# ---- tx_arq_ctrl ----
tx_arq_ctrl/gates.png
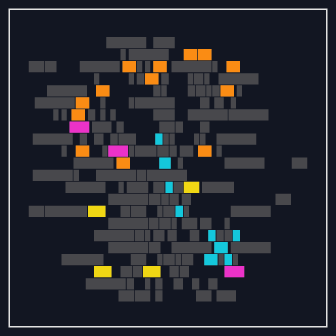

**src/rtl/tx_arq_ctrl.sv**
```systemverilog
`default_nettype none
// ============================================================================
// tx_arq_ctrl : transmit-side ARQ sequencer (frame start, ack decode, retry/drop)
// Rev 1.0
// ============================================================================
module tx_arq_ctrl #(
    parameter int MAX_RETRIES    = 3,
    parameter int TIMEOUT_CYCLES = 65535,
    parameter int CNT_W          = 16,
    parameter int RTRY_W         = 2
) (
    input  logic              i_clk,
    input  logic              i_rst_n,
    input  logic              i_arq_en,
    input  logic              i_frame_req,
    input  logic              i_frame_done,
    input  logic              i_otn_rx_ack,
    output logic              o_frame_start,
    output logic              o_frame_commit,
    output logic              o_frame_drop,
    output logic              o_timeout,
    output logic              o_nak,
    output logic [RTRY_W-1:0] o_retry_count,
    output logic              o_busy
);

    typedef enum logic [3:0] {
        S_IDLE     = 4'd0,
        S_START    = 4'd1,
        S_SEND     = 4'd2,
        S_WAIT_ACK = 4'd3,
        S_ACK_DATA = 4'd4,
        S_ACK_STOP = 4'd5,
        S_FAIL     = 4'd6,
        S_COMMIT   = 4'd7,
        S_DROP     = 4'd8
    } state_t;

    localparam logic [CNT_W-1:0]  C_TMO_LAST = CNT_W'(TIMEOUT_CYCLES - 1);
    localparam logic [RTRY_W-1:0] C_MAX_RTRY = RTRY_W'(MAX_RETRIES);

    state_t            state_q, state_d;
    logic              ack_meta_q, ack_meta_d;
    logic              ack_s_q, ack_s_d;
    logic              arq_en_q, arq_en_d;
    logic              ack_bit_q, ack_bit_d;
    logic [CNT_W-1:0]  tmo_cnt_q, tmo_cnt_d;
    logic [RTRY_W-1:0] retry_q, retry_d;
    logic              timeout_q, timeout_d;
    logic              nak_q, nak_d;

    always_comb begin
        state_d    = state_q;
        ack_meta_d = i_otn_rx_ack;
        ack_s_d    = ack_meta_q;
        arq_en_d   = arq_en_q;
        ack_bit_d  = ack_bit_q;
        tmo_cnt_d  = '0;
        retry_d    = retry_q;
        timeout_d  = 1'b0;
        nak_d      = 1'b0;

        case (state_q)
            S_IDLE: begin
                if (i_frame_req) state_d = S_START;
            end
            S_START: begin
                arq_en_d = i_arq_en;
                state_d  = S_SEND;
            end
            S_SEND: begin
                if (i_frame_done) state_d = arq_en_q ? S_WAIT_ACK : S_COMMIT;
            end
            S_WAIT_ACK: begin
                // A start bit on the final wait cycle still counts as an ack.
                if (!ack_s_q) begin
                    state_d = S_ACK_DATA;
                end else if (tmo_cnt_q == C_TMO_LAST) begin
                    timeout_d = 1'b1;
                    state_d   = S_FAIL;
                end else begin
                    tmo_cnt_d = tmo_cnt_q + CNT_W'(1);
                end
            end
            S_ACK_DATA: begin
                ack_bit_d = ack_s_q;
                state_d   = S_ACK_STOP;
            end
            S_ACK_STOP: begin
                if (!ack_s_q && ack_bit_q) begin
                    state_d = S_COMMIT;
                end else begin
                    nak_d   = 1'b1;
                    state_d = S_FAIL;
                end
            end
            S_FAIL: begin
                if (retry_q == C_MAX_RTRY) begin
                    state_d = S_DROP;
                end else begin
                    retry_d = retry_q + RTRY_W'(1);
                    state_d = S_START;
                end
            end
            S_COMMIT, S_DROP: begin
                retry_d = '0;
                state_d = S_IDLE;
            end
            default: state_d = S_IDLE;
        endcase
    end

    // Ack synchronizer idles high so reset looks like an idle line.
    always_ff @(posedge i_clk or negedge i_rst_n) begin
        if (!i_rst_n) begin
            state_q    <= S_IDLE;
            ack_meta_q <= 1'b1;
            ack_s_q    <= 1'b1;
            arq_en_q   <= 1'b0;
            ack_bit_q  <= 1'b0;
            tmo_cnt_q  <= '0;
            retry_q    <= '0;
            timeout_q  <= 1'b0;
            nak_q      <= 1'b0;
        end else begin
            state_q    <= state_d;
            ack_meta_q <= ack_meta_d;
            ack_s_q    <= ack_s_d;
            arq_en_q   <= arq_en_d;
            ack_bit_q  <= ack_bit_d;
            tmo_cnt_q  <= tmo_cnt_d;
            retry_q    <= retry_d;
            timeout_q  <= timeout_d;
            nak_q      <= nak_d;
        end
    end

    assign o_frame_start  = (state_q == S_START);
    assign o_frame_commit = (state_q == S_COMMIT);
    assign o_frame_drop   = (state_q == S_DROP);
    assign o_timeout      = timeout_q;
    assign o_nak          = nak_q;
    assign o_retry_count  = retry_q;
    assign o_busy         = (state_q != S_IDLE);

endmodule
`default_nettype wire

```
**config.mk**
```make
export PLATFORM = sky130hd
export DESIGN_NAME = tx_arq_ctrl
export DESIGN_NICKNAME = d
export VERILOG_FILES = /design/src/rtl/tx_arq_ctrl.sv
export SDC_FILE = /design/constraint.sdc
export NUM_CORES = 1
export LEC_CHECK = 0
export CORE_MARGIN = 4
export CORE_UTILIZATION = 35
export CTS_CLUSTER_SIZE = 10
export DETAILED_ROUTE_END_ITERATION = 12
export SLEW_MARGIN = 20
export SYNTH_ARGS = -nofsm -noshare
export SYNTH_HDL_FRONTEND = slang
export SYNTH_SLANG_ARGS = --single-unit
```
**constraint.sdc**
```tcl
create_clock -name i_clk -period 1.6 [get_ports i_clk]
set_input_delay 0.24 -clock i_clk [delete_from_list [all_inputs] [get_ports i_clk]]
set_output_delay 0.24 -clock i_clk [all_outputs]
set_load 0.02 [all_outputs]
```
# ---- if_stage ----
File: src/rtl/if_stage.sv
// Instruction fetch stage: PC generation, ROM request, IF/ID pipeline register
// and a running count of valid instructions handed to decode.
module if_stage (
    input  logic        clk,
    input  logic        rst,
    input  logic [5:0]  stall,
    input  logic        flush,
    input  logic [31:0] new_pc,
    input  logic        branch_flag_i,
    input  logic [31:0] branch_target_address_i,
    output logic        rom_ce,
    output logic [31:0] rom_addr,
    input  logic [31:0] rom_inst,
    output logic [31:0] id_pc,
    output logic [31:0] id_inst,
    output logic        id_misaligned,
    output logic [31:0] fetch_cnt
);

    localparam int unsigned AW = 32;
    localparam int unsigned DW = 32;
    localparam int unsigned CW = 32;

    logic          ce;
    logic [AW-1:0] pc;

    logic [AW-1:0] pc_next_c;
    logic [AW-1:0] id_pc_next_c;
    logic [DW-1:0] id_inst_next_c;
    logic          id_mis_next_c;
    logic          cnt_inc_c;

    // Upper stall bits belong to later stages and do not affect fetch.
    logic unused_stall;
    assign unused_stall = ^stall[5:3];

    assign rom_ce   = ce;
    assign rom_addr = pc;

    // PC select: flush beats stall beats branch beats sequential.
    always_comb begin
        pc_next_c = pc + AW'(4);
        if (!ce) begin
            pc_next_c = '0;
        end else if (flush) begin
            pc_next_c = new_pc;
        end else if (stall[0]) begin
            pc_next_c = pc;
        end else if (branch_flag_i) begin
            pc_next_c = branch_target_address_i;
        end
    end

    // IF/ID select; a stalled IF with a running ID must inject a bubble.
    always_comb begin
        id_pc_next_c   = id_pc;
        id_inst_next_c = id_inst;
        id_mis_next_c  = id_misaligned;
        cnt_inc_c      = 1'b0;
        if (flush || (stall[1] && !stall[2])) begin
            id_pc_next_c   = '0;
            id_inst_next_c = '0;
            id_mis_next_c  = 1'b0;
        end else if (!stall[1]) begin
            id_pc_next_c = pc;
            if (!ce) begin
                id_inst_next_c = '0;
                id_mis_next_c  = 1'b0;
            end else if (pc[1:0] != 2'b00) begin
                id_inst_next_c = '0;
                id_mis_next_c  = 1'b1;
            end else begin
                id_inst_next_c = rom_inst;
                id_mis_next_c  = 1'b0;
                cnt_inc_c      = 1'b1;
            end
        end
    end

    always_ff @(posedge clk) begin
        if (rst) begin
            ce            <= 1'b0;
            pc            <= '0;
            id_pc         <= '0;
            id_inst       <= '0;
            id_misaligned <= 1'b0;
            fetch_cnt     <= '0;
        end else begin
            ce            <= 1'b1;
            pc            <= pc_next_c;
            id_pc         <= id_pc_next_c;
            id_inst       <= id_inst_next_c;
            id_misaligned <= id_mis_next_c;
            if (cnt_inc_c) begin
                fetch_cnt <= fetch_cnt + CW'(1);
            end
        end
    end

endmodule

File: config.mk
export PLATFORM = sky130hd
export DESIGN_NAME = if_stage
export DESIGN_NICKNAME = d
export VERILOG_FILES = /design/src/rtl/if_stage.sv
export SDC_FILE = /design/constraint.sdc
export NUM_CORES = 1
export LEC_CHECK = 0
export ABC_AREA = 1
export CAP_MARGIN = 5
export CELL_PAD_IN_SITES_DETAIL_PLACEMENT = 0
export CELL_PAD_IN_SITES_GLOBAL_PLACEMENT = 1
export CORE_UTILIZATION = 43
export DETAILED_ROUTE_END_ITERATION = 16
export DONT_BUFFER_PORTS = 1
export PLACE_DENSITY_LB_ADDON = 0.1
export RECOVER_POWER = 100
export SYNTH_ARGS = -nofsm -noshare
export SYNTH_HDL_FRONTEND = slang
export SYNTH_SLANG_ARGS = --single-unit
File: constraint.sdc
create_clock -name clk -period 1.69 [get_ports clk]
set_input_delay 0.338 -clock clk [delete_from_list [all_inputs] [get_ports clk]]
set_output_delay 0.338 -clock clk [all_outputs]
set_load 0.005 [all_outputs]
if_stage/clock_nets.png
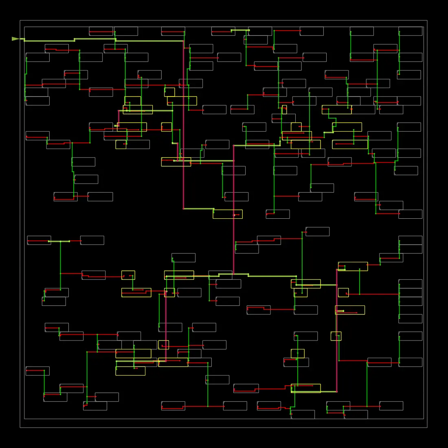
power dissipated in the clock network: 0.00381 W
largest clock skew in the final design: 12.9 ps
Sink Count: 130
CTS Buf Count: 17

if_stage/gates.png
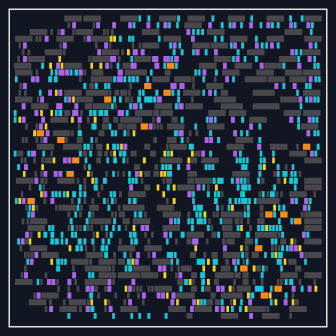
aoi and oai cells: marked purple, cells 174, most used a21oi_1, where widely spread. inv cells: marked yellow, cells 86, most used inv_1, where widely spread. xor and xnor cells: marked orange, cells 18, most used xor2_1. nand cells: marked cyan, cells 395, most used nand2_1, where widely spread.

==> flow_metrics.tcl, if_stage <==
# implementation run metrics
set metrics [dict create \
    outcome "finished, final reports clean" \
    clock_tree.buffer_depth 2 \
    inv_count 86 \
    register_share_of_the_cell_area 0.332 \
    ctsResizeCount 0 \
    grt_use_total 0.265 \
    antenna_found_initial 0 \
    crit_slowest_cell "dfxtp_1" \
    yosysSeqAreaShare 0.386 \
    buffers_excl_clock 72 \
    ys_top_cells_by_count "nand2_1, nor2_1, dfxtp_1" \
    fp_nets 1175 \
    clkTransAtPathRegs_ps 70 \
    die_span_in_x_um 127 \
    final_cell_utilization_of_the_core 0.514 \
    warning_count 29 \
    setup_total_negative_slack_ps 0 \
    pin_slew_with_the_least_headroom_to_its_limit_ps 1120 \
    clkCellAreaFrac 0.0774 \
    slew_violations 0 \
    worstPathCellList "ha_2, inv_1, nor2_4, nand3_1, nor2_1, xor2_1, nand2_1, nand2_1, a21oi_1" \
    ys_warn_count 0 \
    buf_share 0.0525 \
    grt_pass1_wl_um 33100 \
    detail_route.drc_violations 0 \
    rsz_0062_raised_after_global_routing "no" \
    standby_leakage_power_nw 2.78 \
    largest_cell_class "multi-input combinational cells" \
]
## if_stage: cells by family (layout without fill, tap and decap cells)
family                     Yosys count  after routing  share of synthesized area
DFF                                130            130                      0.386
buffers and inverters              132            190                     0.0790
xor gates and xnor gates            18             18                     0.0234
adders and majority gates            2              2                    0.00372
and+or+nand+nor                    610            610                      0.370
AOI/OAI and AO/OA                  175            175                      0.137
## if_stage: stage by stage
stage                     cells  setup slack (ps)  hold slack [ps]
after floorplan            1067               146              408
after global placement     1300              60.4              412
after detailed placement   1300              63.2              415
after CTS                  1333              44.9             38.2
after global routing       1336              1.95             37.3
final                      1336               110             48.8
## if_stage: power breakdown
group	total [W]	internal (W)	switching (W)
Clock	0.00381	0.00227	0.00154
Sequential	0.00316	0.00312	0.0000466
Combinational	0.000456	0.000149	0.000307
## if_stage: final timing paths
path           startpoint            to  slack [ps]  cells after the start
min          rom_inst[19]   id_inst[19]          50                      2
max           rom_addr[2]  rom_addr[20]         110                      9
max reg2reg   rom_addr[2]  rom_addr[20]         110                      9
min reg2reg    id_inst[6]    id_inst[6]         480                      2
## if_stage: per-layer routing
layer	global-route usage	share of wire
met1	0.311	0.42
met2	0.456	0.49
met3	0.0812	0.070
met4	0.0931	0.022
met5	0	0
tx_arq_ctrl/class_map.png
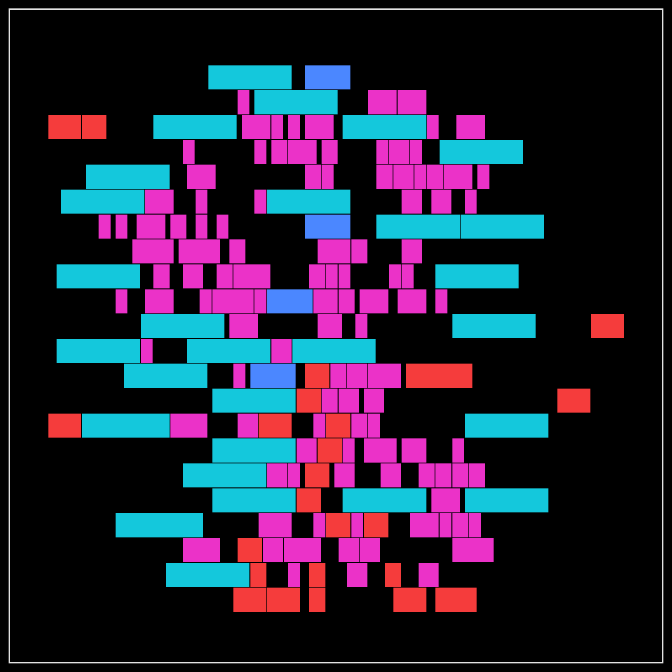
remaining logic cells: marked magenta, cells 110, share of their area 41%. clock drivers and dummy loads: marked blue, cells 4, share of their area 3.4%. remaining buffers and delay cells: marked red, cells 24, share of their area 13%. sequential cells: marked cyan, cells 28, share of their area 43%.

About tx_arq_ctrl/gates.png:
aoi and oai cells: marked cyan, cells 9, most used a21oi_1. mux cells: marked yellow, cells 4, most used mux2_2. xor and xnor cells: marked orange, cells 13, most used xnor2_1. fa/ha/maj cells: marked magenta, cells 3, most used ha_1.
Top cell excl fill/tap: dfrtp_1
Final Non-Filler Cells: 214
multi-input logic portion of the cell area: 0.377

==> flow_metrics.tcl, tx_arq_ctrl <==
# implementation run metrics
set metrics [dict create \
    post-route-cell-area_um2 1700 \
    worst-path-max-fanout 4 \
    core_region_area_um2 3770 \
    outcome "finished, final reports clean" \
    ctsResizeCount 11 \
    yosys_stat_area_um2 1400 \
    slew_violations 0 \
    max_cap_violations 0 \
    die_span_in_x_um 71.3 \
    htree_num_levels 1 \
    synthesized_area_per_cell_um2 9.80 \
    standby_leakage_power_nw 0.713 \
    port-buffer-count 13 \
    worst_setup_path_start "o_retry_count[1]" \
    grt_pass1_wl_um 4880 \
]
## tx_arq_ctrl: metal layers
layer	vias up	wire length, um	global-route usage
li1	531	-	-
met1	521	1300	0.148
met2	22	1270	0.188
met3	6	93	0.0393
met4	0	59	0.0668
met5	-	0	0
## tx_arq_ctrl: kinds of logic after synthesis
logic type,count (synthesis),synth area share
adders and majority gates,3,0.0268
xor gates and xnor gates,13,0.0813
muxes,4,0.0312
and+or+nand+nor,69,0.246
buffers and inverters,13,0.0473
AOI/OAI and AO/OA,13,0.0652
DFF,28,0.502
## tx_arq_ctrl: area by class of cell
cell class	count	area, um^2	area share
Clock buffer	4	55.1	0.0325
Inverter	8	30.0	0.0177
Multi-Input combinational cell	102	639	0.377
Sequential cell	28	703	0.415
Tap cell	48	60.1	0.0354
Timing Repair Buffer	24	208	0.123
## tx_arq_ctrl: registers in the layout (all words and copies together) (netlist names)
register,count
ack_s_q,1
state_q,4
ack_meta_q,1
tmo_cnt_q,16
o_nak,1
o_retry_count,2
arq_en_q,1
ack_bit_q,1
o_timeout,1
## tx_arq_ctrl: worst reg2reg max path, cell delays in order (launching register included)
cell and delay, ps:
dfrtp_1 450, ha_1 250, nand2_1 140, nor4_1 300
xnor2_1 160, nor2_1 50


==> gallery <==
Clock wires, drivers and flops.
Plate I
Scale bar: 20 um.
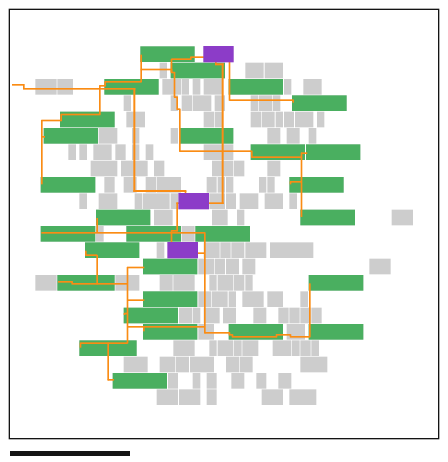
Plate II
Scale bar: 50 um.
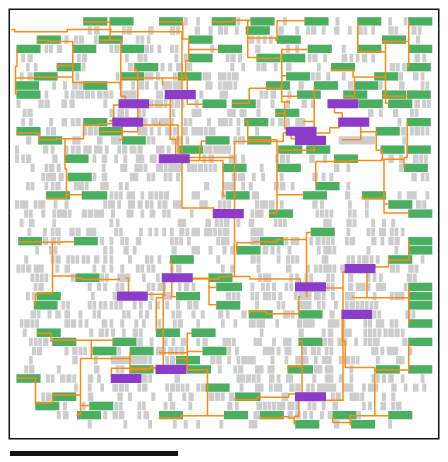
For if_stage, see Plate II.
For tx_arq_ctrl, see Plate I.
- most sequential cells: Plate II

Power is estimated from default activity; no workload was simulated.
